=== design 1 ===
Fig. 1: design 1, port wiring
Scale: 8 px per um.
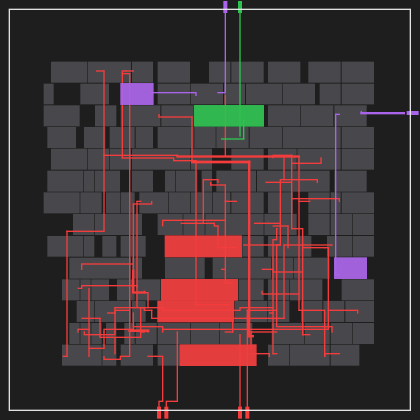

## config.mk

```make
export PLATFORM = sky130hd
export DESIGN_NAME = multicycle_control_flat
export DESIGN_NICKNAME = d
export VERILOG_FILES = /design/src/rtl/mc_pkg.sv /design/src/rtl/multicycle_control_if.sv /design/src/rtl/mc_output_decode.sv /design/src/rtl/multicycle_control.sv /design/src/flat_wrapper.sv
export SDC_FILE = /design/constraint.sdc
export NUM_CORES = 1
export LEC_CHECK = 0
export CAP_MARGIN = 20
export CORE_MARGIN = 4
export CORE_UTILIZATION = 35
export CTS_CLUSTER_SIZE = 14
export DETAILED_ROUTE_END_ITERATION = 10
export PLACE_DENSITY = 0.71
export SKIP_CTS_REPAIR_TIMING = 1
export SYNTH_ARGS = -nofsm -noshare
export SYNTH_HDL_FRONTEND = slang
export SYNTH_HIERARCHICAL = 1
export SYNTH_SLANG_ARGS = --single-unit
```

## constraint.sdc

```tcl
create_clock -name clk -period 1.3 [get_ports clk]
set_input_delay 0.26 -clock clk [delete_from_list [all_inputs] [get_ports clk]]
set_output_delay 0.26 -clock clk [all_outputs]
set_load 0.03 [all_outputs]
```

## src/rtl/mc_pkg.sv

```systemverilog
// Shared encodings for the Simple_CPU multi-cycle control.
// State, opcode, ALU and mux-select codes plus the control bundle.
package mc_pkg;

  typedef enum logic [3:0] {
    ST_IDLE      = 4'd0,
    ST_FETCH     = 4'd1,
    ST_DECODE    = 4'd2,
    ST_MEM_ADDR  = 4'd3,
    ST_MEM_READ  = 4'd4,
    ST_MEM_WB    = 4'd5,
    ST_MEM_WRITE = 4'd6,
    ST_EXECUTE   = 4'd7,
    ST_R_WB      = 4'd8,
    ST_BRANCH    = 4'd9,
    ST_JUMP      = 4'd10,
    ST_TRAP      = 4'd11
  } state_t;

  localparam logic [5:0] OP_RTYPE = 6'd0;
  localparam logic [5:0] OP_BEQ   = 6'd4;
  localparam logic [5:0] OP_LW    = 6'd35;
  localparam logic [5:0] OP_SW    = 6'd43;
  localparam logic [5:0] OP_J     = 6'd2;

  localparam logic [1:0] ALU_ADD   = 2'd0;
  localparam logic [1:0] ALU_SUB   = 2'd1;
  localparam logic [1:0] ALU_FUNCT = 2'd2;

  localparam logic [1:0] SRCB_B      = 2'd0;
  localparam logic [1:0] SRCB_4      = 2'd1;
  localparam logic [1:0] SRCB_IMM    = 2'd2;
  localparam logic [1:0] SRCB_IMM_SH = 2'd3;

  localparam logic [1:0] PCSRC_ALU    = 2'd0;
  localparam logic [1:0] PCSRC_ALUOUT = 2'd1;
  localparam logic [1:0] PCSRC_JUMP   = 2'd2;

  typedef struct packed {
    logic       pc_write;
    logic       pc_write_cond;
    logic       i_or_d;
    logic       mem_read;
    logic       mem_write;
    logic       ir_write;
    logic       mem_to_reg;
    logic       reg_dst;
    logic       reg_write;
    logic       alu_src_a;
    logic [1:0] alu_src_b;
    logic [1:0] alu_op;
    logic [1:0] pc_source;
    logic       instr_done;
    logic       illegal;
  } ctrl_t;

  function automatic logic op_legal(input logic [5:0] op);
    return (op == OP_RTYPE) || (op == OP_BEQ) ||
           (op == OP_LW) || (op == OP_SW) ||
           (op == OP_J);
  endfunction

endpackage

```

## src/rtl/multicycle_control_if.sv

```systemverilog
// Control bus between the multi-cycle sequencer and the datapath.
// master = sequencer side, slave = datapath/memory side.
interface multicycle_control_if;
  logic [5:0] op;
  logic       mem_ready;
  logic       pc_write;
  logic       pc_write_cond;
  logic       i_or_d;
  logic       mem_read;
  logic       mem_write;
  logic       ir_write;
  logic       mem_to_reg;
  logic       reg_dst;
  logic       reg_write;
  logic       alu_src_a;
  logic [1:0] alu_src_b;
  logic [1:0] alu_op;
  logic [1:0] pc_source;
  logic       instr_done;
  logic       illegal;
  logic [3:0] state;

  modport master (
    input  op, mem_ready,
    output pc_write, pc_write_cond, i_or_d,
    output mem_read, mem_write, ir_write,
    output mem_to_reg, reg_dst, reg_write,
    output alu_src_a, alu_src_b, alu_op,
    output pc_source, instr_done, illegal,
    output state
  );

  modport slave (
    output op, mem_ready,
    input  pc_write, pc_write_cond, i_or_d,
    input  mem_read, mem_write, ir_write,
    input  mem_to_reg, reg_dst, reg_write,
    input  alu_src_a, alu_src_b, alu_op,
    input  pc_source, instr_done, illegal,
    input  state
  );
endinterface

```

## src/rtl/mc_output_decode.sv

```systemverilog
// Moore output map: state (+ mem_ready in wait states) -> controls.
// MC_ILLEGAL_TRAP_EN selects trap vs. NOP handling of bad opcodes.
module mc_output_decode
  import mc_pkg::*;
#(
  parameter bit MEM_HANDSHAKE = 1'b1
) (
  input  state_t i_state,
  input  logic   i_mem_ready,
`ifndef MC_ILLEGAL_TRAP_EN
  input  logic   i_op_illegal,
`endif
  output ctrl_t  o_ctrl
);

  logic w_ready;
  assign w_ready = MEM_HANDSHAKE ? i_mem_ready : 1'b1;

  always_comb begin
    o_ctrl = '0;
    unique case (i_state)
      ST_IDLE: ;
      ST_FETCH: begin
        o_ctrl.mem_read  = 1'b1;
        o_ctrl.alu_src_b = SRCB_4;
        o_ctrl.alu_op    = ALU_ADD;
        o_ctrl.ir_write  = w_ready;
        o_ctrl.pc_write  = w_ready;
      end
      ST_DECODE: begin
        o_ctrl.alu_src_b = SRCB_IMM_SH;
`ifndef MC_ILLEGAL_TRAP_EN
        // unsupported opcode retires here as a NOP
        o_ctrl.instr_done = i_op_illegal;
`endif
      end
      ST_MEM_ADDR: begin
        o_ctrl.alu_src_a = 1'b1;
        o_ctrl.alu_src_b = SRCB_IMM;
      end
      ST_MEM_READ: begin
        o_ctrl.mem_read = 1'b1;
        o_ctrl.i_or_d   = 1'b1;
      end
      ST_MEM_WB: begin
        o_ctrl.reg_write  = 1'b1;
        o_ctrl.mem_to_reg = 1'b1;
        o_ctrl.instr_done = 1'b1;
      end
      ST_MEM_WRITE: begin
        o_ctrl.mem_write  = 1'b1;
        o_ctrl.i_or_d     = 1'b1;
        o_ctrl.instr_done = w_ready;
      end
      ST_EXECUTE: begin
        o_ctrl.alu_src_a = 1'b1;
        o_ctrl.alu_op    = ALU_FUNCT;
      end
      ST_R_WB: begin
        o_ctrl.reg_dst    = 1'b1;
        o_ctrl.reg_write  = 1'b1;
        o_ctrl.instr_done = 1'b1;
      end
      ST_BRANCH: begin
        o_ctrl.alu_src_a     = 1'b1;
        o_ctrl.alu_op        = ALU_SUB;
        o_ctrl.pc_write_cond = 1'b1;
        o_ctrl.pc_source     = PCSRC_ALUOUT;
        o_ctrl.instr_done    = 1'b1;
      end
      ST_JUMP: begin
        o_ctrl.pc_write   = 1'b1;
        o_ctrl.pc_source  = PCSRC_JUMP;
        o_ctrl.instr_done = 1'b1;
      end
      ST_TRAP: begin
`ifdef MC_ILLEGAL_TRAP_EN
        o_ctrl.illegal = 1'b1;
`endif
      end
      default: ;
    endcase
  end

endmodule

```

## src/rtl/multicycle_control.sv

```systemverilog
// Multi-cycle sequencer for Simple_CPU (R-type, beq, lw, sw, j).
// Optional MC_ILLEGAL_TRAP_EN: bad opcodes lock in TRAP until reset.
module multicycle_control
  import mc_pkg::*;
#(
  parameter bit MEM_HANDSHAKE = 1'b1
) (
  input logic                 clk,
  input logic                 rst_n,
  multicycle_control_if.master bus
);

  state_t r_state;
  state_t w_next;
  ctrl_t  w_ctrl;
  logic   w_ready;

  assign w_ready = MEM_HANDSHAKE ? bus.mem_ready : 1'b1;

`ifndef MC_ILLEGAL_TRAP_EN
  logic w_op_illegal;
  assign w_op_illegal = !op_legal(bus.op);
`endif

  always_ff @(posedge clk or negedge rst_n) begin
    if (!rst_n) r_state <= ST_IDLE;
    else        r_state <= w_next;
  end

  always_comb begin
    w_next = r_state;
    unique case (r_state)
      ST_IDLE:  w_next = ST_FETCH;
      ST_FETCH: if (w_ready) w_next = ST_DECODE;
      ST_DECODE: begin
        if (bus.op == OP_RTYPE)
          w_next = ST_EXECUTE;
        else if (bus.op == OP_BEQ)
          w_next = ST_BRANCH;
        else if (bus.op == OP_LW || bus.op == OP_SW)
          w_next = ST_MEM_ADDR;
        else if (bus.op == OP_J)
          w_next = ST_JUMP;
        else
`ifdef MC_ILLEGAL_TRAP_EN
          w_next = ST_TRAP;
`else
          w_next = ST_FETCH;
`endif
      end
      ST_MEM_ADDR:
        w_next = (bus.op == OP_SW) ? ST_MEM_WRITE
                                   : ST_MEM_READ;
      ST_MEM_READ:  if (w_ready) w_next = ST_MEM_WB;
      ST_MEM_WB:    w_next = ST_FETCH;
      ST_MEM_WRITE: if (w_ready) w_next = ST_FETCH;
      ST_EXECUTE:   w_next = ST_R_WB;
      ST_R_WB:      w_next = ST_FETCH;
      ST_BRANCH:    w_next = ST_FETCH;
      ST_JUMP:      w_next = ST_FETCH;
`ifdef MC_ILLEGAL_TRAP_EN
      ST_TRAP:      w_next = ST_TRAP;
`else
      ST_TRAP:      w_next = ST_IDLE;
`endif
      default:      w_next = ST_IDLE;
    endcase
  end

  mc_output_decode #(
    .MEM_HANDSHAKE(MEM_HANDSHAKE)
  ) u_dec (
    .i_state     (r_state),
    .i_mem_ready (bus.mem_ready),
`ifndef MC_ILLEGAL_TRAP_EN
    .i_op_illegal(w_op_illegal),
`endif
    .o_ctrl      (w_ctrl)
  );

  assign bus.pc_write      = w_ctrl.pc_write;
  assign bus.pc_write_cond = w_ctrl.pc_write_cond;
  assign bus.i_or_d        = w_ctrl.i_or_d;
  assign bus.mem_read      = w_ctrl.mem_read;
  assign bus.mem_write     = w_ctrl.mem_write;
  assign bus.ir_write      = w_ctrl.ir_write;
  assign bus.mem_to_reg    = w_ctrl.mem_to_reg;
  assign bus.reg_dst       = w_ctrl.reg_dst;
  assign bus.reg_write     = w_ctrl.reg_write;
  assign bus.alu_src_a     = w_ctrl.alu_src_a;
  assign bus.alu_src_b     = w_ctrl.alu_src_b;
  assign bus.alu_op        = w_ctrl.alu_op;
  assign bus.pc_source     = w_ctrl.pc_source;
  assign bus.instr_done    = w_ctrl.instr_done;
  assign bus.illegal       = w_ctrl.illegal;
  assign bus.state         = r_state;

endmodule

```

## src/flat_wrapper.sv

```systemverilog
// flat-port wrapper written by rule: the top's interface ports become plain ports
module multicycle_control_flat import mc_pkg::*;
#(
  parameter bit MEM_HANDSHAKE = 1'b1
)
  (clk, rst_n, bus_op, bus_mem_ready, bus_pc_write, bus_pc_write_cond, bus_i_or_d, bus_mem_read, bus_mem_write, bus_ir_write, bus_mem_to_reg, bus_reg_dst, bus_reg_write, bus_alu_src_a, bus_alu_src_b, bus_alu_op, bus_pc_source, bus_instr_done, bus_illegal, bus_state);
  multicycle_control_if bus_i ();
  input logic clk;
  input logic rst_n;
  input wire logic [$bits(bus_i.op)-1:0] bus_op;
  input wire logic [$bits(bus_i.mem_ready)-1:0] bus_mem_ready;
  output wire logic [$bits(bus_i.pc_write)-1:0] bus_pc_write;
  output wire logic [$bits(bus_i.pc_write_cond)-1:0] bus_pc_write_cond;
  output wire logic [$bits(bus_i.i_or_d)-1:0] bus_i_or_d;
  output wire logic [$bits(bus_i.mem_read)-1:0] bus_mem_read;
  output wire logic [$bits(bus_i.mem_write)-1:0] bus_mem_write;
  output wire logic [$bits(bus_i.ir_write)-1:0] bus_ir_write;
  output wire logic [$bits(bus_i.mem_to_reg)-1:0] bus_mem_to_reg;
  output wire logic [$bits(bus_i.reg_dst)-1:0] bus_reg_dst;
  output wire logic [$bits(bus_i.reg_write)-1:0] bus_reg_write;
  output wire logic [$bits(bus_i.alu_src_a)-1:0] bus_alu_src_a;
  output wire logic [$bits(bus_i.alu_src_b)-1:0] bus_alu_src_b;
  output wire logic [$bits(bus_i.alu_op)-1:0] bus_alu_op;
  output wire logic [$bits(bus_i.pc_source)-1:0] bus_pc_source;
  output wire logic [$bits(bus_i.instr_done)-1:0] bus_instr_done;
  output wire logic [$bits(bus_i.illegal)-1:0] bus_illegal;
  output wire logic [$bits(bus_i.state)-1:0] bus_state;
  assign bus_i.op = bus_op;
  assign bus_i.mem_ready = bus_mem_ready;
  assign bus_pc_write = bus_i.pc_write;
  assign bus_pc_write_cond = bus_i.pc_write_cond;
  assign bus_i_or_d = bus_i.i_or_d;
  assign bus_mem_read = bus_i.mem_read;
  assign bus_mem_write = bus_i.mem_write;
  assign bus_ir_write = bus_i.ir_write;
  assign bus_mem_to_reg = bus_i.mem_to_reg;
  assign bus_reg_dst = bus_i.reg_dst;
  assign bus_reg_write = bus_i.reg_write;
  assign bus_alu_src_a = bus_i.alu_src_a;
  assign bus_alu_src_b = bus_i.alu_src_b;
  assign bus_alu_op = bus_i.alu_op;
  assign bus_pc_source = bus_i.pc_source;
  assign bus_instr_done = bus_i.instr_done;
  assign bus_illegal = bus_i.illegal;
  assign bus_state = bus_i.state;
  multicycle_control #(.MEM_HANDSHAKE(MEM_HANDSHAKE)) u_core (.clk(clk), .rst_n(rst_n), .bus(bus_i));
endmodule
```

=== design 2 ===
## src/rtl/can_if_pkg.sv

```systemverilog
// Shared definitions for the OPB-to-CAN front-end and the four-channel CAN interface.
// Contents:
//   can_opb_state_e - transaction FSM state encoding
//   CAN1_SEL..4_SEL - channel select codes carried in OPB_ABus[14:11]
//   WIN_*/SEL_*     - bit positions of the window compare and channel-select fields
//   is_onehot4      - legal channel-select test
package can_if_pkg;

   typedef enum logic [2:0] {
      StIdle,
      StStb,
      StWait,
      StAck,
      StErr,
      StDone
   } can_opb_state_e;

   localparam logic [3:0] CAN1_SEL = 4'b0001;
   localparam logic [3:0] CAN2_SEL = 4'b0010;
   localparam logic [3:0] CAN3_SEL = 4'b0100;
   localparam logic [3:0] CAN4_SEL = 4'b1000;

   localparam int unsigned WIN_MSB = 31;
   localparam int unsigned WIN_LSB = 15;
   localparam int unsigned SEL_MSB = 14;
   localparam int unsigned SEL_LSB = 11;

   localparam int unsigned CNT_W = 4;

   // A select field is legal only when it names exactly one channel.
   function automatic logic is_onehot4(input logic [3:0] sel);
      logic hit;
      case (sel)
         CAN1_SEL, CAN2_SEL, CAN3_SEL, CAN4_SEL: hit = 1'b1;
         default:                                hit = 1'b0;
      endcase
      return hit;
   endfunction

endpackage

```

## src/rtl/can_opb_slave.sv

```systemverilog
// OPB slave front-end for the four-channel CAN interface.
// Decodes the CAN address window, issues single-cycle CAN_RE/CAN_WE strobes with a registered
// address and write data, waits RD_LAT edges before capturing CAN_DO, and closes each
// transaction with an OPB acknowledge. Illegal channel selects get an error acknowledge;
// addresses outside the window are ignored.
// Ports:
//   OPB_CLK, OPB_RST_N        - clock, asynchronous active-low reset
//   OPB_select/RNW/ABus/DBus  - OPB request, direction, address, write data
//   Sl_xferAck/errAck         - one-cycle acknowledge pulses
//   Sl_toutSup                - timeout suppress while a transaction is in flight
//   Sl_DBus                   - read data, zero whenever Sl_xferAck is low
//   CAN_ADDR/DI/RE/WE, CAN_DO - CAN interface address, write data, strobes, read data
module can_opb_slave
   import can_if_pkg::*;
#(
   parameter logic [31:0] C_BASEADDR = 32'h0000_0000,
   parameter int unsigned RD_LAT     = 2              // legal range 1..15
) (
   input  logic        OPB_CLK,
   input  logic        OPB_RST_N,
   input  logic        OPB_select,
   input  logic        OPB_RNW,
   input  logic [31:0] OPB_ABus,
   input  logic [31:0] OPB_DBus,
   output logic        Sl_xferAck,
   output logic        Sl_errAck,
   output logic        Sl_toutSup,
   output logic [31:0] Sl_DBus,
   output logic [31:0] CAN_ADDR,
   output logic [31:0] CAN_DI,
   output logic        CAN_RE,
   output logic        CAN_WE,
   input  logic [31:0] CAN_DO
);

   // Loaded on the strobe-assert edge; reaching zero marks the CAN_DO capture edge.
   localparam logic [CNT_W-1:0] CntInit = CNT_W'(RD_LAT - 1);

   can_opb_state_e   state_q, state_d;
   logic [CNT_W-1:0] cnt_q, cnt_d;
   logic             rnw_q, rnw_d;
   logic             ack_q, ack_d;
   logic             err_ack_q, err_ack_d;
   logic             tout_q, tout_d;
   logic [31:0]      dbus_q, dbus_d;
   logic [31:0]      addr_q, addr_d;
   logic [31:0]      di_q, di_d;
   logic             re_q, re_d;
   logic             we_q, we_d;

   logic in_window;
   logic sel_ok;

   assign in_window = OPB_select &&
                      (OPB_ABus[WIN_MSB:WIN_LSB] == C_BASEADDR[WIN_MSB:WIN_LSB]);
   assign sel_ok    = is_onehot4(OPB_ABus[SEL_MSB:SEL_LSB]);

   always_comb begin
      state_d = state_q;
      cnt_d   = cnt_q;
      rnw_d   = rnw_q;
      addr_d  = addr_q;
      di_d    = di_q;
      re_d    = 1'b0;
      we_d    = 1'b0;
      dbus_d  = 32'h0000_0000;

      unique case (state_q)
         StIdle: begin
            if (in_window) begin
               if (sel_ok) begin
                  state_d = StStb;
                  addr_d  = OPB_ABus;
                  di_d    = OPB_DBus;
                  rnw_d   = OPB_RNW;
                  re_d    = OPB_RNW;
                  we_d    = !OPB_RNW;
                  cnt_d   = CntInit;
               end else begin
                  state_d = StErr;
               end
            end
         end
         StStb: begin
            if (!OPB_select) begin
               // Master abort: drop the transaction without an ack.
               state_d = StIdle;
            end else if (!rnw_q) begin
               state_d = StAck;
            end else if (cnt_q == '0) begin
               // RD_LAT == 1: capture straight out of the strobe cycle.
               state_d = StAck;
               dbus_d  = CAN_DO;
            end else begin
               state_d = StWait;
               cnt_d   = cnt_q - 1'b1;
            end
         end
         StWait: begin
            if (!OPB_select) begin
               state_d = StIdle;
            end else if (cnt_q == '0) begin
               state_d = StAck;
               dbus_d  = CAN_DO;
            end else begin
               cnt_d = cnt_q - 1'b1;
            end
         end
         StAck, StErr: begin
            state_d = StDone;
         end
         StDone: begin
            // Select still high here belongs to the finished transaction.
            if (!OPB_select) begin
               state_d = StIdle;
            end
         end
         default: begin
            state_d = StIdle;
         end
      endcase

      // Outputs are registered, so they are decoded from the state being entered.
      ack_d     = (state_d == StAck) || (state_d == StErr);
      err_ack_d = (state_d == StErr);
      tout_d    = (state_d == StStb) || (state_d == StWait);
   end

   always_ff @(posedge OPB_CLK or negedge OPB_RST_N) begin
      if (!OPB_RST_N) begin
         state_q   <= StIdle;
         cnt_q     <= '0;
         rnw_q     <= 1'b0;
         ack_q     <= 1'b0;
         err_ack_q <= 1'b0;
         tout_q    <= 1'b0;
         dbus_q    <= 32'h0000_0000;
         addr_q    <= 32'h0000_0000;
         di_q      <= 32'h0000_0000;
         re_q      <= 1'b0;
         we_q      <= 1'b0;
      end else begin
         state_q   <= state_d;
         cnt_q     <= cnt_d;
         rnw_q     <= rnw_d;
         ack_q     <= ack_d;
         err_ack_q <= err_ack_d;
         tout_q    <= tout_d;
         dbus_q    <= dbus_d;
         addr_q    <= addr_d;
         di_q      <= di_d;
         re_q      <= re_d;
         we_q      <= we_d;
      end
   end

   assign Sl_xferAck = ack_q;
   assign Sl_errAck  = err_ack_q;
   assign Sl_toutSup = tout_q;
   assign Sl_DBus    = dbus_q;
   assign CAN_ADDR   = addr_q;
   assign CAN_DI     = di_q;
   assign CAN_RE     = re_q;
   assign CAN_WE     = we_q;

endmodule

```

## config.mk

```make
export PLATFORM = sky130hd
export DESIGN_NAME = can_opb_slave
export DESIGN_NICKNAME = d
export VERILOG_FILES = /design/src/rtl/can_if_pkg.sv /design/src/rtl/can_opb_slave.sv
export SDC_FILE = /design/constraint.sdc
export NUM_CORES = 1
export LEC_CHECK = 0
export CAP_MARGIN = 20
export CELL_PAD_IN_SITES_DETAIL_PLACEMENT = 0
export CELL_PAD_IN_SITES_GLOBAL_PLACEMENT = 1
export CORE_ASPECT_RATIO = 0.5
export CORE_MARGIN = 1
export CORE_UTILIZATION = 29
export DETAILED_ROUTE_END_ITERATION = 8
export PLACE_DENSITY_LB_ADDON = 0.3
export SETUP_SLACK_MARGIN = 0.4
export SYNTH_ARGS = -nofsm -noshare
export SYNTH_HDL_FRONTEND = slang
export SYNTH_SLANG_ARGS = --single-unit
```

## constraint.sdc

```tcl
create_clock -name OPB_CLK -period 2.3 [get_ports OPB_CLK]
set_clock_uncertainty 0.2 [all_clocks]
set_input_delay 0.345 -clock OPB_CLK [delete_from_list [all_inputs] [get_ports OPB_CLK]]
set_output_delay 0.345 -clock OPB_CLK [all_outputs]
set_load 0.01 [all_outputs]
```

=== design 3 ===
[config.mk]
export PLATFORM = sky130hd
export DESIGN_NAME = mem_access_stage
export DESIGN_NICKNAME = d
export VERILOG_FILES = /design/src/rtl/mem_access_stage.sv
export SDC_FILE = /design/constraint.sdc
export NUM_CORES = 1
export LEC_CHECK = 0
export ABC_AREA = 1
export CORE_MARGIN = 5
export CORE_UTILIZATION = 44
export CTS_CLUSTER_SIZE = 12
export DETAILED_ROUTE_END_ITERATION = 16
export PLACE_DENSITY = 0.87
export SLEW_MARGIN = 5
export SYNTH_ARGS = -nofsm -noshare
export SYNTH_HDL_FRONTEND = slang
export SYNTH_SLANG_ARGS = --single-unit
[constraint.sdc]
create_clock -name clk -period 4.6 [get_ports clk]
set_input_delay 0.92 -clock clk [delete_from_list [all_inputs] [get_ports clk]]
set_output_delay 0.92 -clock clk [all_outputs]
set_load 0.02 [all_outputs]
[src/rtl/mem_access_stage.sv]
// -----------------------------------------------------------------------------
// mem_access_stage
//
// Memory-access stage of the five-stage pipeline. Sits between the EX/MEM
// pipeline register and the writeback mux. Issues at most one load or store
// per instruction to a variable-latency data memory over a req/ready
// handshake. It freezes the upstream stages with mem_stall while the access
// is outstanding, and it holds the MEM/WB pipeline register.
//
// Parameters
//   MAX_WAIT      WAIT-state cycles allowed before an access is abandoned
//                 (1..255).
//
// Ports
//   clk, rst_n            rising-edge clock, asynchronous active-low reset
//   MEM_MemWrite/MemRead  store / load request from EX/MEM (both => store)
//   MEM_MemtoReg          writeback source select (1 = memory data)
//   MEM_RegWrite          destination register write enable
//   MEM_ALUval            effective address (memory ops) or ALU result
//   MEM_ReadData2         store data
//   MEM_DstReg            destination register index
//   dmem_req              one-cycle request pulse (combinational, IDLE only)
//   dmem_wr/addr/wdata    access attributes, valid with dmem_req
//   dmem_rdata/ready      memory response, sampled only in WAIT
//   mem_stall             combinational freeze of PC, IF/ID, ID/EX, EX/MEM
//   mem_timeout           sticky flag: an access was abandoned
//   WB_*                  registered MEM/WB pipeline outputs
// -----------------------------------------------------------------------------
module mem_access_stage #(
  parameter int unsigned MAX_WAIT = 15
) (
  input  logic        clk,
  input  logic        rst_n,
  input  logic        MEM_MemWrite,
  input  logic        MEM_MemRead,
  input  logic        MEM_MemtoReg,
  input  logic        MEM_RegWrite,
  input  logic [15:0] MEM_ALUval,
  input  logic [15:0] MEM_ReadData2,
  input  logic [3:0]  MEM_DstReg,
  output logic        dmem_req,
  output logic        dmem_wr,
  output logic [15:0] dmem_addr,
  output logic [15:0] dmem_wdata,
  input  logic [15:0] dmem_rdata,
  input  logic        dmem_ready,
  output logic        mem_stall,
  output logic        mem_timeout,
  output logic        WB_RegWrite,
  output logic        WB_MemtoReg,
  output logic [15:0] WB_ALUval,
  output logic [15:0] WB_MemData,
  output logic [3:0]  WB_DstReg
);

  localparam logic [0:0] S_IDLE = 1'b0;
  localparam logic [0:0] S_WAIT = 1'b1;

  // Last WAIT cycle index; reaching it without ready abandons the access.
  localparam logic [7:0] C_LAST = 8'(MAX_WAIT - 32'd1);

  // Source of the next WB_MemData value.
  localparam logic [1:0] MD_HOLD  = 2'd0;
  localparam logic [1:0] MD_RDATA = 2'd1;
  localparam logic [1:0] MD_ZERO  = 2'd2;

  logic [0:0]  r_state;
  logic [7:0]  r_cnt;
  logic        r_wr;
  logic        r_timeout;
  logic        r_wb_regwrite;
  logic        r_wb_memtoreg;
  logic [15:0] r_wb_aluval;
  logic [15:0] r_wb_memdata;
  logic [3:0]  r_wb_dstreg;

  logic [0:0]  w_state_nxt;
  logic [7:0]  w_cnt_nxt;
  logic        w_wr_nxt;
  logic        w_timeout_nxt;
  logic        w_access;
  logic        w_req;
  logic        w_stall;
  logic        w_retire;
  logic [1:0]  w_md_sel;

  // Gating with rst_n keeps req/stall low while reset is held, even though
  // the frozen EX/MEM register may still present a memory instruction.
  assign w_access = rst_n & (MEM_MemRead | MEM_MemWrite);

  // Next-state, handshake and stall decode.
  always_comb begin
    w_state_nxt   = r_state;
    w_cnt_nxt     = r_cnt;
    w_wr_nxt      = r_wr;
    w_timeout_nxt = r_timeout;
    w_req         = 1'b0;
    w_stall       = 1'b0;
    w_retire      = 1'b0;
    w_md_sel      = MD_HOLD;
    case (r_state)
      S_IDLE: begin
        if (w_access) begin
          w_req       = 1'b1;
          w_stall     = 1'b1;
          w_state_nxt = S_WAIT;
          w_cnt_nxt   = 8'd0;
          // Latch direction so the completion cycle need not re-decode it.
          w_wr_nxt    = MEM_MemWrite;
        end else begin
          w_retire = 1'b1;
        end
      end
      S_WAIT: begin
        if (dmem_ready) begin
          w_retire    = 1'b1;
          w_state_nxt = S_IDLE;
          w_cnt_nxt   = 8'd0;
          if (r_wr) begin
            w_md_sel = MD_HOLD;
          end else begin
            w_md_sel = MD_RDATA;
          end
        end else if (r_cnt >= C_LAST) begin
          // Abandon: retire the instruction with zero load data.
          w_retire      = 1'b1;
          w_state_nxt   = S_IDLE;
          w_cnt_nxt     = 8'd0;
          w_timeout_nxt = 1'b1;
          w_md_sel      = MD_ZERO;
        end else begin
          w_stall   = 1'b1;
          w_cnt_nxt = r_cnt + 8'd1;
        end
      end
      default: begin
        w_state_nxt = S_IDLE;
        w_cnt_nxt   = 8'd0;
      end
    endcase
  end

  // Access FSM, wait counter, latched direction and sticky timeout flag.
  always_ff @(posedge clk or negedge rst_n) begin
    if (!rst_n) begin
      r_state   <= S_IDLE;
      r_cnt     <= 8'd0;
      r_wr      <= 1'b0;
      r_timeout <= 1'b0;
    end else begin
      r_state   <= w_state_nxt;
      r_cnt     <= w_cnt_nxt;
      r_wr      <= w_wr_nxt;
      r_timeout <= w_timeout_nxt;
    end
  end

  // MEM/WB pipeline register: retire the instruction or insert a bubble.
  always_ff @(posedge clk or negedge rst_n) begin
    if (!rst_n) begin
      r_wb_regwrite <= 1'b0;
      r_wb_memtoreg <= 1'b0;
      r_wb_aluval   <= 16'h0000;
      r_wb_memdata  <= 16'h0000;
      r_wb_dstreg   <= 4'h0;
    end else if (w_retire) begin
      r_wb_regwrite <= MEM_RegWrite;
      r_wb_memtoreg <= MEM_MemtoReg;
      r_wb_aluval   <= MEM_ALUval;
      r_wb_dstreg   <= MEM_DstReg;
      case (w_md_sel)
        MD_RDATA: r_wb_memdata <= dmem_rdata;
        MD_ZERO:  r_wb_memdata <= 16'h0000;
        default:  r_wb_memdata <= r_wb_memdata;
      endcase
    end else begin
      // Bubble: kill the write-back controls, hold the data fields.
      r_wb_regwrite <= 1'b0;
      r_wb_memtoreg <= 1'b0;
    end
  end

  assign dmem_req    = w_req;
  assign dmem_wr     = MEM_MemWrite;
  assign dmem_addr   = MEM_ALUval;
  assign dmem_wdata  = MEM_ReadData2;
  assign mem_stall   = w_stall;
  assign mem_timeout = r_timeout;
  assign WB_RegWrite = r_wb_regwrite;
  assign WB_MemtoReg = r_wb_memtoreg;
  assign WB_ALUval   = r_wb_aluval;
  assign WB_MemData  = r_wb_memdata;
  assign WB_DstReg   = r_wb_dstreg;

endmodule
=== design 4 ===
==> config.mk <==
export PLATFORM = sky130hd
export DESIGN_NAME = icon_txq
export DESIGN_NICKNAME = d
export VERILOG_FILES = /design/src/rtl/icon_txq.sv
export SDC_FILE = /design/constraint.sdc
export NUM_CORES = 1
export LEC_CHECK = 0
export CAP_MARGIN = 20
export CORE_MARGIN = 4
export CORE_UTILIZATION = 32
export DETAILED_ROUTE_END_ITERATION = 16
export GPL_TIMING_DRIVEN = 0
export SYNTH_ARGS = -nofsm -noshare
export SYNTH_HDL_FRONTEND = slang
export SYNTH_SLANG_ARGS = --single-unit
==> constraint.sdc <==
create_clock -name i_clk -period 3 [get_ports i_clk]
set_clock_uncertainty 0.1 [all_clocks]
set_input_delay 0.6 -clock i_clk [delete_from_list [all_inputs] [get_ports i_clk]]
set_output_delay 0.6 -clock i_clk [all_outputs]
set_load 0.01 [all_outputs]
==> src/rtl/icon_txq.sv <==
// Per-EU transmit queue: in-order FIFO of ALPU results routed to the local x-cache port or the interconnect.
// Optional same-cycle bypass on an empty queue when ICON_TXQ_BYPASS_EN is defined.
package pkg_dtypes;
    localparam int unsigned LOG2_NUM_ALPU = 2;
    localparam int unsigned LOG2_NUM_REG  = 3;
    localparam int unsigned DATA_W        = 16;

    typedef logic [LOG2_NUM_REG-1:0] type_alpu_local_addr;
    typedef logic [DATA_W-1:0]       type_exec_unit_data;

    typedef struct packed {
        logic [LOG2_NUM_ALPU-1:0] eu_idx;
        type_alpu_local_addr      reg_idx;
    } type_opd_addr;

    typedef struct packed {
        type_opd_addr       opd_addr;
        type_exec_unit_data opd_data;
        logic               opx;
        logic               opd_valid;
    } type_alpu_channel_tx;

    typedef struct packed {
        type_opd_addr       addr;
        type_exec_unit_data data;
        logic               valid;
    } type_icon_tx_channel;

    typedef struct packed {
        logic ready;
    } type_icon_rx_channel;
endpackage

module icon_txq
    import pkg_dtypes::*;
#(
    parameter int unsigned              DEPTH        = 4,
    parameter logic [LOG2_NUM_ALPU-1:0] LOCAL_EU_IDX = '0
) (
    input  logic                          i_clk,
    input  logic                          i_reset,
    input  type_alpu_channel_tx           i_alpu_tx,
    output logic                          o_alpu_ready,
    output logic                          o_local_valid,
    output type_alpu_local_addr           o_local_addr,
    output type_exec_unit_data            o_local_data,
    output logic                          o_local_opx,
    input  logic                          i_local_ready,
    output type_icon_tx_channel           o_icon_tx,
    output logic                          o_icon_opx,
    input  type_icon_rx_channel           i_icon_rx,
    output logic [$clog2(DEPTH):0]        o_count
);
    localparam int unsigned PW = $clog2(DEPTH);
    localparam int unsigned CW = PW + 1;

    typedef struct packed {
        type_opd_addr       addr;
        type_exec_unit_data data;
        logic               opx;
    } entry_t;

    entry_t          mem [DEPTH];
    logic [PW-1:0]   rd_ptr;
    logic [PW-1:0]   wr_ptr;
    logic [CW-1:0]   count;

    entry_t          in_entry;
    entry_t          head;
    logic            head_valid;
    logic            is_local;
    logic            fire;
    logic            push;
    logic            pop;
    logic            not_full;
    logic            not_empty;
`ifdef ICON_TXQ_BYPASS_EN
    logic            bypass;
`endif

    assign in_entry  = '{addr: i_alpu_tx.opd_addr, data: i_alpu_tx.opd_data, opx: i_alpu_tx.opx};
    assign not_full  = (count != CW'(DEPTH));
    assign not_empty = (count != CW'(0));

    // Head selection; with bypass an empty queue presents the incoming entry directly
    always_comb begin
        head       = mem[rd_ptr];
        head_valid = not_empty;
`ifdef ICON_TXQ_BYPASS_EN
        bypass     = !not_empty && i_alpu_tx.opd_valid;
        if (bypass) begin
            head       = in_entry;
            head_valid = 1'b1;
        end
`endif
    end

    assign is_local = (head.addr.eu_idx == LOCAL_EU_IDX);
    assign fire     = head_valid && (is_local ? i_local_ready : i_icon_rx.ready);
    assign pop      = fire && not_empty;
`ifdef ICON_TXQ_BYPASS_EN
    assign push     = i_alpu_tx.opd_valid && not_full && !(bypass && fire);
`else
    assign push     = i_alpu_tx.opd_valid && not_full;
`endif

    // Pointer and occupancy state
    always_ff @(posedge i_clk) begin
        if (i_reset) begin
            rd_ptr <= '0;
            wr_ptr <= '0;
            count  <= '0;
        end else begin
            if (push) wr_ptr <= wr_ptr + PW'(1);
            if (pop)  rd_ptr <= rd_ptr + PW'(1);
            case ({push, pop})
                2'b10:   count <= count + CW'(1);
                2'b01:   count <= count - CW'(1);
                default: count <= count;
            endcase
        end
    end

    // Entry storage is intentionally left uncleared by reset
    always_ff @(posedge i_clk) begin
        if (push) mem[wr_ptr] <= in_entry;
    end

    assign o_alpu_ready    = not_full;
    assign o_local_valid   = head_valid && is_local;
    assign o_local_addr    = head.addr.reg_idx;
    assign o_local_data    = head.data;
    assign o_local_opx     = head.opx;
    assign o_icon_tx.addr  = head.addr;
    assign o_icon_tx.data  = head.data;
    assign o_icon_tx.valid = head_valid && !is_local;
    assign o_icon_opx      = head.opx;
    assign o_count         = count;
endmodule

Fig. 2: design 4, close-up of the layout
Region (78, 78) to (98, 98) um. Cells in grey, sequential cells in the stronger grey; small squares are vias.
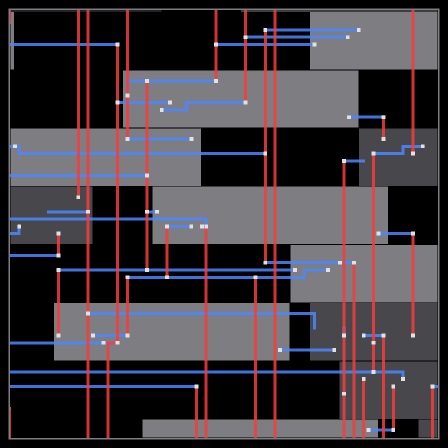
colour	layer
blue	M1
red	M2
most frequent	edfxtp_1 (6), mux4_2 (2)
sequential cells in the window	6
cells with their middle in the window	8
netlist names of flops here include	mem (6)

Fig. 3: design 4, signal wires on met2
Scale: 3 px per um. Cells faint in the background.
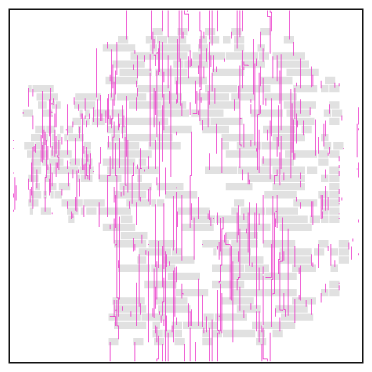
wire length on this layer	3390 um
main direction	vertical
nets with wire on the layer	293
Routed WL: 6890 um
DR vias: 1972
GR Util met2: 0.168

==> Changelog: implementation, design 4 <==
### Changed

- Status: completed
- Net Count, Synth: 227
- Top-area cell share: 0.691
- Initial DRC Count: 96
- Die Ht: 117 um
- HP Class: flip-flop to flip-flop
- Power Combinational: 1.79 mW
- Top cells excl fill/tap: 88 x edfxtp_1, 73 x clkdlybuf4s50_1, 25 x buf_4, 22 x mux4_2, 9 x clkbuf_16
- Worst-path fanout max: 4
- First-pass GRT wire length: 11000 um
- Sequential power: 1.71 mW
- Post-synth area from yosys stat: 3830 um^2
- Hold Crit Start: wr_ptr[1]
- Metal3 WL: 390 um
- Max Slew Vio Count: 0
- Worst rel slew slack: 0.535
- Ant diodes: 0
==> design 4: cell type report <==
class | count | area (um^2) | area share
Buffer | 25 | 179 | 0.0346
Timing Repair Buffer | 80 | 838 | 0.162
Tap cell | 143 | 179 | 0.0346
Sequential cell | 97 | 2820 | 0.546
Clock buffer | 9 | 225 | 0.0436
Inverter | 6 | 22.5 | 0.00436
Multi-Input combinational cell | 66 | 823 | 0.159
Clock inverter | 7 | 77.6 | 0.0150
==> design 4: tightest hold or removal path, cell delays in order (launching register included) <==
cell     delay, ns
dfxtp_1       0.34
nand2_1       0.06
a21oi_1       0.05
==> design 4: kinds of logic after synthesis <==
logic type | synth area share
flip-flops | 0.738
buffers and inverters | 0.0507
multiplexers | 0.141
AND/OR/NAND/NOR | 0.0350
adder cells (fa/ha/maj) | 0.0216
AND-OR/OR-AND | 0.00719
XOR/XNOR | 0.00687
==> design 4: sequential cells by signal (all words and copies together) (netlist names), named ones only <==
name / flops
mem: 88
o_count: 3
rd_ptr: 2
wr_ptr: 2
==> design 4: repair_timing <==
item | CTS | global route
gates resized | 7 | 2
pin swaps | 0 | 1
buffers inserted | 0 | 3
setup endpoints to repair | 21 | 1
Fig. 4: design 2, metal layers overlaid
Scale: 4 px per um. Two of the layers only.
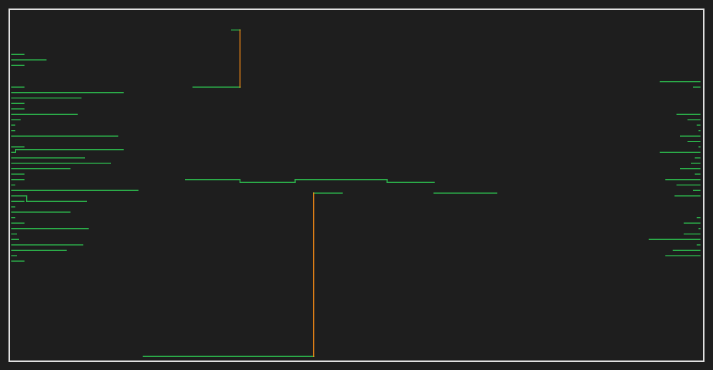
colour	layer	wire length
green	M3	592 um
orange	M4	55.1 um
Wirelength per Cell: 15.4 um
GRT Overall Usage: 0.142
Routed WL: 11100 um
DR vias: 3005

==> Changelog: implementation, design 2 <==
### Changed

- Synth Seq Share: 0.642
- Syn-to-layout area delta: 77.3%
- Initial antenna violation count: 0
- Status: completed
- Largest net degree at the start of global routing: 41
- P_sw: around 1.2 mW
- Worst vdd ir: 0.433 mV
- Crit share post-route: 0.988
- Simple-Gate Fraction of Synth Area: 0.118
- Cell-internal power: approximately 3.5 mW
- Yosys top cell by instances: dfrtp_1
- CTS tree: yes
- Fill count: 1175
- Cell Area, Synth: 4250 um^2
- Worst setup endpoint: CAN_DI[28]
- Hold Vio Cnt, Final: 0
design 2: cell type report:
| cell class | instances | area share |
|---|---|---|
| multi-input cells | 153 | 0.213 |
| clock buffers | 10 | 0.0304 |
| repair buffers | 247 | 0.351 |
| well taps | 192 | 0.0319 |
| inverters | 7 | 0.00349 |
| flip-flops and latches | 109 | 0.362 |
| clock inverters | 5 | 0.00797 |
design 2: power by group through the flow:
stage	Combinational (mW)	Clock [mW]	Sequential (mW)
4_1_cts	0.885	1.61	2.05
6_report	1.13	1.55	2.05
2_1_floorplan	0.383	0	2.09
5_1_grt	1.23	1.70	2.06
3_3_place_gp	0.772	0	2.09
3_5_place_dp	0.776	0	2.09
design 2: stage by stage:
step                hold slack, ns  cells  area [um^2]  utilization  total power, mW
finish                       0.277    723         7540        0.541             4.73
global route                 0.265    723         7540        0.541             4.98
CTS                          0.269    712         7190        0.516             4.54
detailed placement           0.101    679         6570        0.472             2.87
global placement             0.106    679         6570        0.472             2.86
floorplan                   -0.151    282         4290            -             2.47
design 2: metal layers:
metal,vias to the layer above,track usage,share of wire
met5,-,0,0
met4,0,0.0362,0.0050
met3,4,0.0482,0.053
met2,71,0.248,0.52
met1,1495,0.172,0.42
li1,1435,-,-
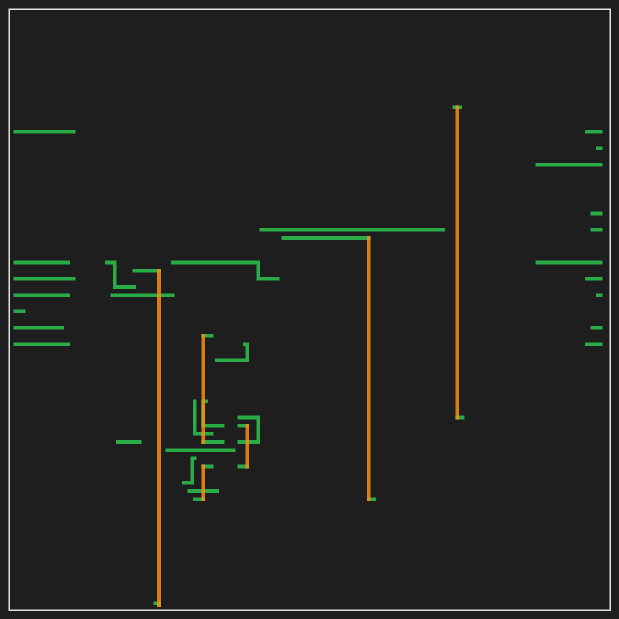
Fig. 5. Metal layers overlaid (design 1).
Scale: 12 px per um. Two of the layers only.
colour	layer	wire length
orange	M4	90.4 um
green	M3	124 um
DR vias: 847
Wirelength per Cell: 16.9 um
GRT Overall Usage: 0.145
Routed WL: 2540 um

## Picture notes: Fig. 1
colour	port	direction	end cells	wire
green	bus_ir_write	output	1	20.7 um
red	bus_state	output	4	635 um
purple	bus_alu_op	output	2	43.3 um
number of port buffers: 29
I/O pin cnt: 31

==> Changelog: implementation, design 1 <==
### Changed

- Worst setup endpoint: bus_reg_write
- Worst Path Class, Setup: flip-flop to output pin
- Signal buf overhead: 0.463
- CTS root buf: clkbuf_4
- Die Ht: around 50 um
- # setup viols final: 23
- CP peak stage delay: 0.43 ns
- Synth mux share: 0.0407
- Number of non-clock buffers: 63
- Placeable Area: 1580 um^2
- HP Class: input port to asynchronous set/reset pin
- Synth Seq Share: 0.163
- Unrepaired setup endpoints after global routing: yes
- # H-tree levels: 1
- Final Worst Setup Slack: -0.430 ns
- WHS: 0.216 ns
- Simple-Gate Fraction of Synth Area: 0.457
- Violated checks: negative setup slack
- CP max stage cell: dfrtp_2
- Crit path DAT: 1.47 ns
- Vias/cell: 5.65
- Comb_multi_in: 63
- Logic share of the area: 0.427
- Largest net degree at the start of global routing: 17
- Pleak: 0.643 nW
- Adder Area Share: 0
- Logic area: 593 um^2
- Total CTS buffers: 3
- Reg2Reg Depth: 5
- Ant diodes: 0
- Cell Chain, Critical Path: nand2b_4 -> buf_6 -> mux2_4 -> nor2_4 -> buf_6
- Mean Syn Cell Area: 8.10 um^2
- Post-synthesis xor/xnor area fraction: 0.0285
- Fill count: 73
- Clkbuf count: 3
- Flops: 4
- Die width: about 50 um
- Clock-cell share: 0.0162
- Syn-to-layout area delta: 125%
- Count of tool warnings: 28
- CP top delay family: flip-flops
- Worst path required time: 1.04 ns
- Power density over the cells: 2090 nW/um^2
- Tmin final: 1.73 ns
- Status: finished with violations
- Init Core Util: 0.390
- Levels on crit path: 5
- Cell Area, Synth: 616 um^2
- Post-Syn Instances: 76
design 1: power by group:
part | leakage, nW | switching (mW) | total [mW] | internal, mW
clock | 0.0138 | 0.0565 | 0.160 | 0.104
combinational | 0.584 | 1.27 | 2.49 | 1.23
sequential | 0.0459 | 0.0730 | 0.248 | 0.175
total | 0.643 | 1.40 | 2.90 | 1.50
design 1: synthesized netlist by cell type (2+ instances only):
cell,n,share of area
buf_6,5,0.091
buf_4,2,0.024
nor3_1,4,0.033
dfrtp_1,4,0.16
nand2_1,6,0.037
o22ai_1,2,0.020
nand2b_4,3,0.067
a21oi_1,3,0.024
o21ai_0,2,0.016
nor2_1,12,0.073
nand2b_1,2,0.020
nand4bb_1,2,0.037
nor3b_1,2,0.024
a31oi_1,4,0.041
design 1: layer usage:
layer,share of wire,global-route usage,routed length (um)
met4,0.035,0.0553,90
met2,0.54,0.280,1360
met3,0.048,0.0211,123
met1,0.38,0.156,962
met5,0,0,0
design 1: metrics by stage:
step | power (mW) | instance area (um^2)
3_3_place_gp | 2.06 | 1030
4_1_cts | 2.23 | 1050
6_report | 2.90 | 1390
3_5_place_dp | 2.08 | 1030
2_1_floorplan | 1.50 | 689
5_1_grt | 3.05 | 1390
Fig. 6: design 3, signal wires on met2
Scale: 4 px per um. Cells faint in the background.
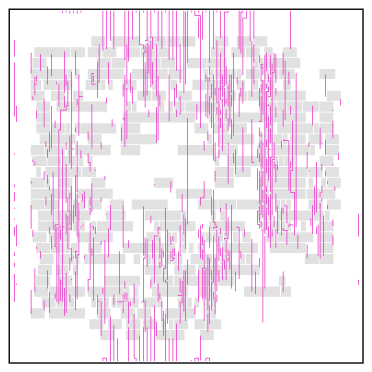
wire length on this layer	2870 um
share of all routed wire	50%
main direction	vertical
nets with wire on the layer	342
DR vias: 2041
GR Util met2: 0.266
Routed WL: 5770 um

==> Changelog: implementation, design 3 <==
### Changed

- Clk latency late pin: 0.29 ns
- Endpoint type of the worst setup path: output pin
- Layout cell share with drive strength beyond 1: 0.154
- Number of cells in Yosys stat: 299
- Crit path from: MEM_MemWrite
- Reg2reg end: WB_MemData[0]
- Worst r2r src: r_cnt[0]
- Net Sw Frac: 0.357
- Status: completed
- Hold Vio Cnt, Final: 0
- Cell-internal power: 965 uW
- Ant diodes: 0
- Worst-path fanout max: 39
- Post-synth top cells: 70 x nand2_1, 49 x dfrtp_1, 37 x buf_4
- Sequential power: 615 uW
- DP HPWL: 4310 um
- Pleak: approximately 1.8 nW
- Vias/cell: 4.66
- Synth flops: about 50
- Worst vdd ir: 0.259 mV
- Placeable Area: roughly 5900 um^2
- Setup TNS: 0 ns
- Post-synth cell types: 26
- Hold Crit Start: WB_ALUval[9]
- Worst Path Class, Setup: input port to output pin
- Top-area cell share: 0.457
- Max Clock Skew: 0.00371 ns
- M1 GR Usage: 0.175
- Initial antenna violation count: 0
- Power Combinational: around 610 uW
- Max Slew Vio Count: 0
- Worst-Margin Slew: 0.614 ns
- Synth mux share: 0
- Largest cells by area: dfrtp_1 46%, buf_4 10%, nand2_1 9.8%, nand2_4 4.6%, inv_1 4.2%
- Initial DRC Count: 78
- Std cell rows: 28
- Gr busiest metal: met2
- Worst setup endpoint: dmem_req
- Mean Syn Cell Area: between 8 and 9 um^2
- Critical path's most frequent cell: clkdlybuf4s50_1
- Syn-to-layout area delta: 31.3%
- First-pass GRT wire length: 9220 um
- Init Core Util: 0.453
- Worst path required time: 3.68 ns
- GRT Overall Usage: 0.150
## design 3: layer usage
metal | vias up | share of wire
li1 | 1011 | -
met1 | 951 | 0.40
met2 | 74 | 0.50
met3 | 5 | 0.094
met4 | 0 | 0.0073
met5 | - | 0
## design 3: area by class of cell
type / instances / area (um^2)
Inverter: 36 / 135
Tap cell: 75 / 93.8
Clock inverter: 1 / 5.00
Multi-Input combinational cell: 167 / 948
Timing Repair Buffer: 103 / 1020
Sequential cell: 49 / 1230
Fill cell: 501 / 2400
Clock buffer: 7 / 96.3
## design 3: sequential cells by signal (all words and copies together), names as in the netlist, 4 cells and up
name	count
WB_ALUval	16
WB_DstReg	4
WB_MemData	16
r_cnt	8
## design 3: stage by stage
step	instances	instance area, um^2	utilization	power (mW)
2_1_floorplan	299	2680	-	0.979
3_3_place_gp	430	3420	0.578	1.23
3_5_place_dp	430	3420	0.578	1.25
4_1_cts	438	3520	0.595	1.52
5_1_grt	438	3520	0.595	1.59
6_report	438	3520	0.595	1.50
## design 3: worst reg2reg max path: cells and delay by family (launching register included)
kind                       cells  cell delay (ns)
adders and majority gates      2             0.46
and+or+nand+nor                7             1.04
DFF                            1             0.42
buffers and inverters          4             0.56


==> gallery <==
Port wiring.
image #1
Scale: 4 px per um.
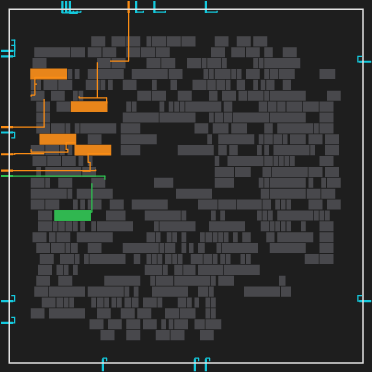
image #2
Scale: 3 px per um.
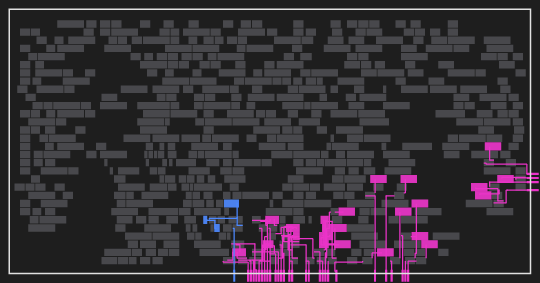
image #3
Scale: 3 px per um.
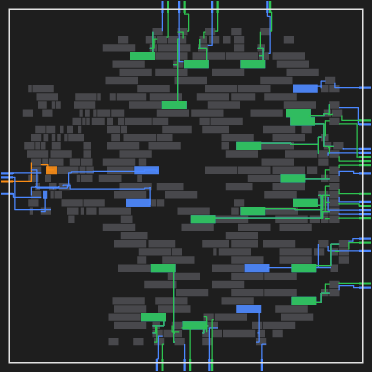
For design 4, see image #3.
For design 2, see image #2.
For design 3, see image #1.
The one with the most cells is image #2.

Key to image #1:
colour	port	direction	end cells	wire
orange	WB_DstReg	output	4	120 um
cyan	MEM_ReadData2	input	0	49.7 um
green	WB_RegWrite	output	1	31.7 um


==> layout pictures side by side <==
Close-up of the layout.
shot_01.png
Region (27, 27) to (47, 47) um. Cells in grey, sequential cells in the stronger grey; small squares are vias.
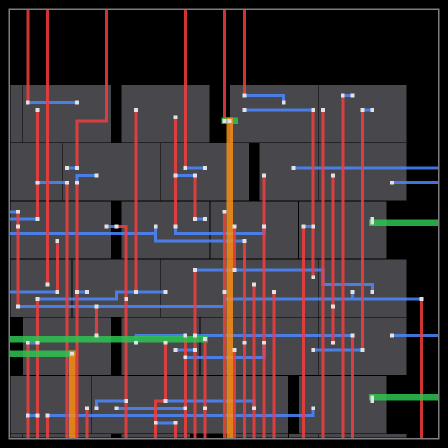
shot_02.png
Region (120, 56) to (140, 76) um. Cells in grey, sequential cells in the stronger grey; small squares are vias.
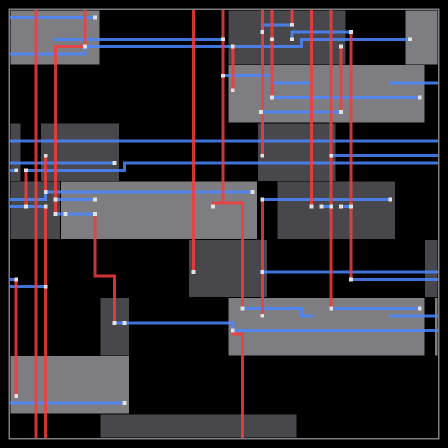
shot_03.png
Region (56, 56) to (76, 76) um. Cells in grey, sequential cells in the stronger grey; small squares are vias.
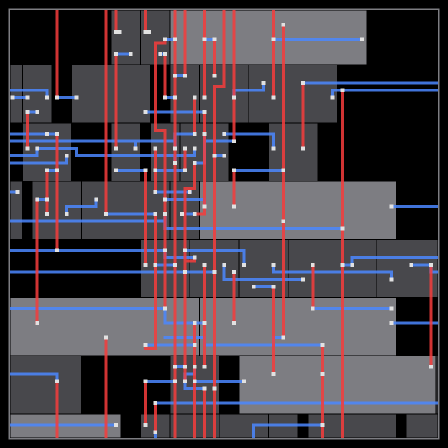
shot_01.png comes from design 1.
shot_03.png comes from design 3.
shot_02.png comes from design 2.

Key to shot_02.png:
colour	layer
red	M2
blue	M1
most frequent	dfrtp_1 (4), clkdlybuf4s50_1 (3), mux2_4 (2)
netlist names of flops here include	CAN_DI (4)
sequential cells in the window	4
cells with their middle in the window	10

Power and IR drop assume default switching activity.
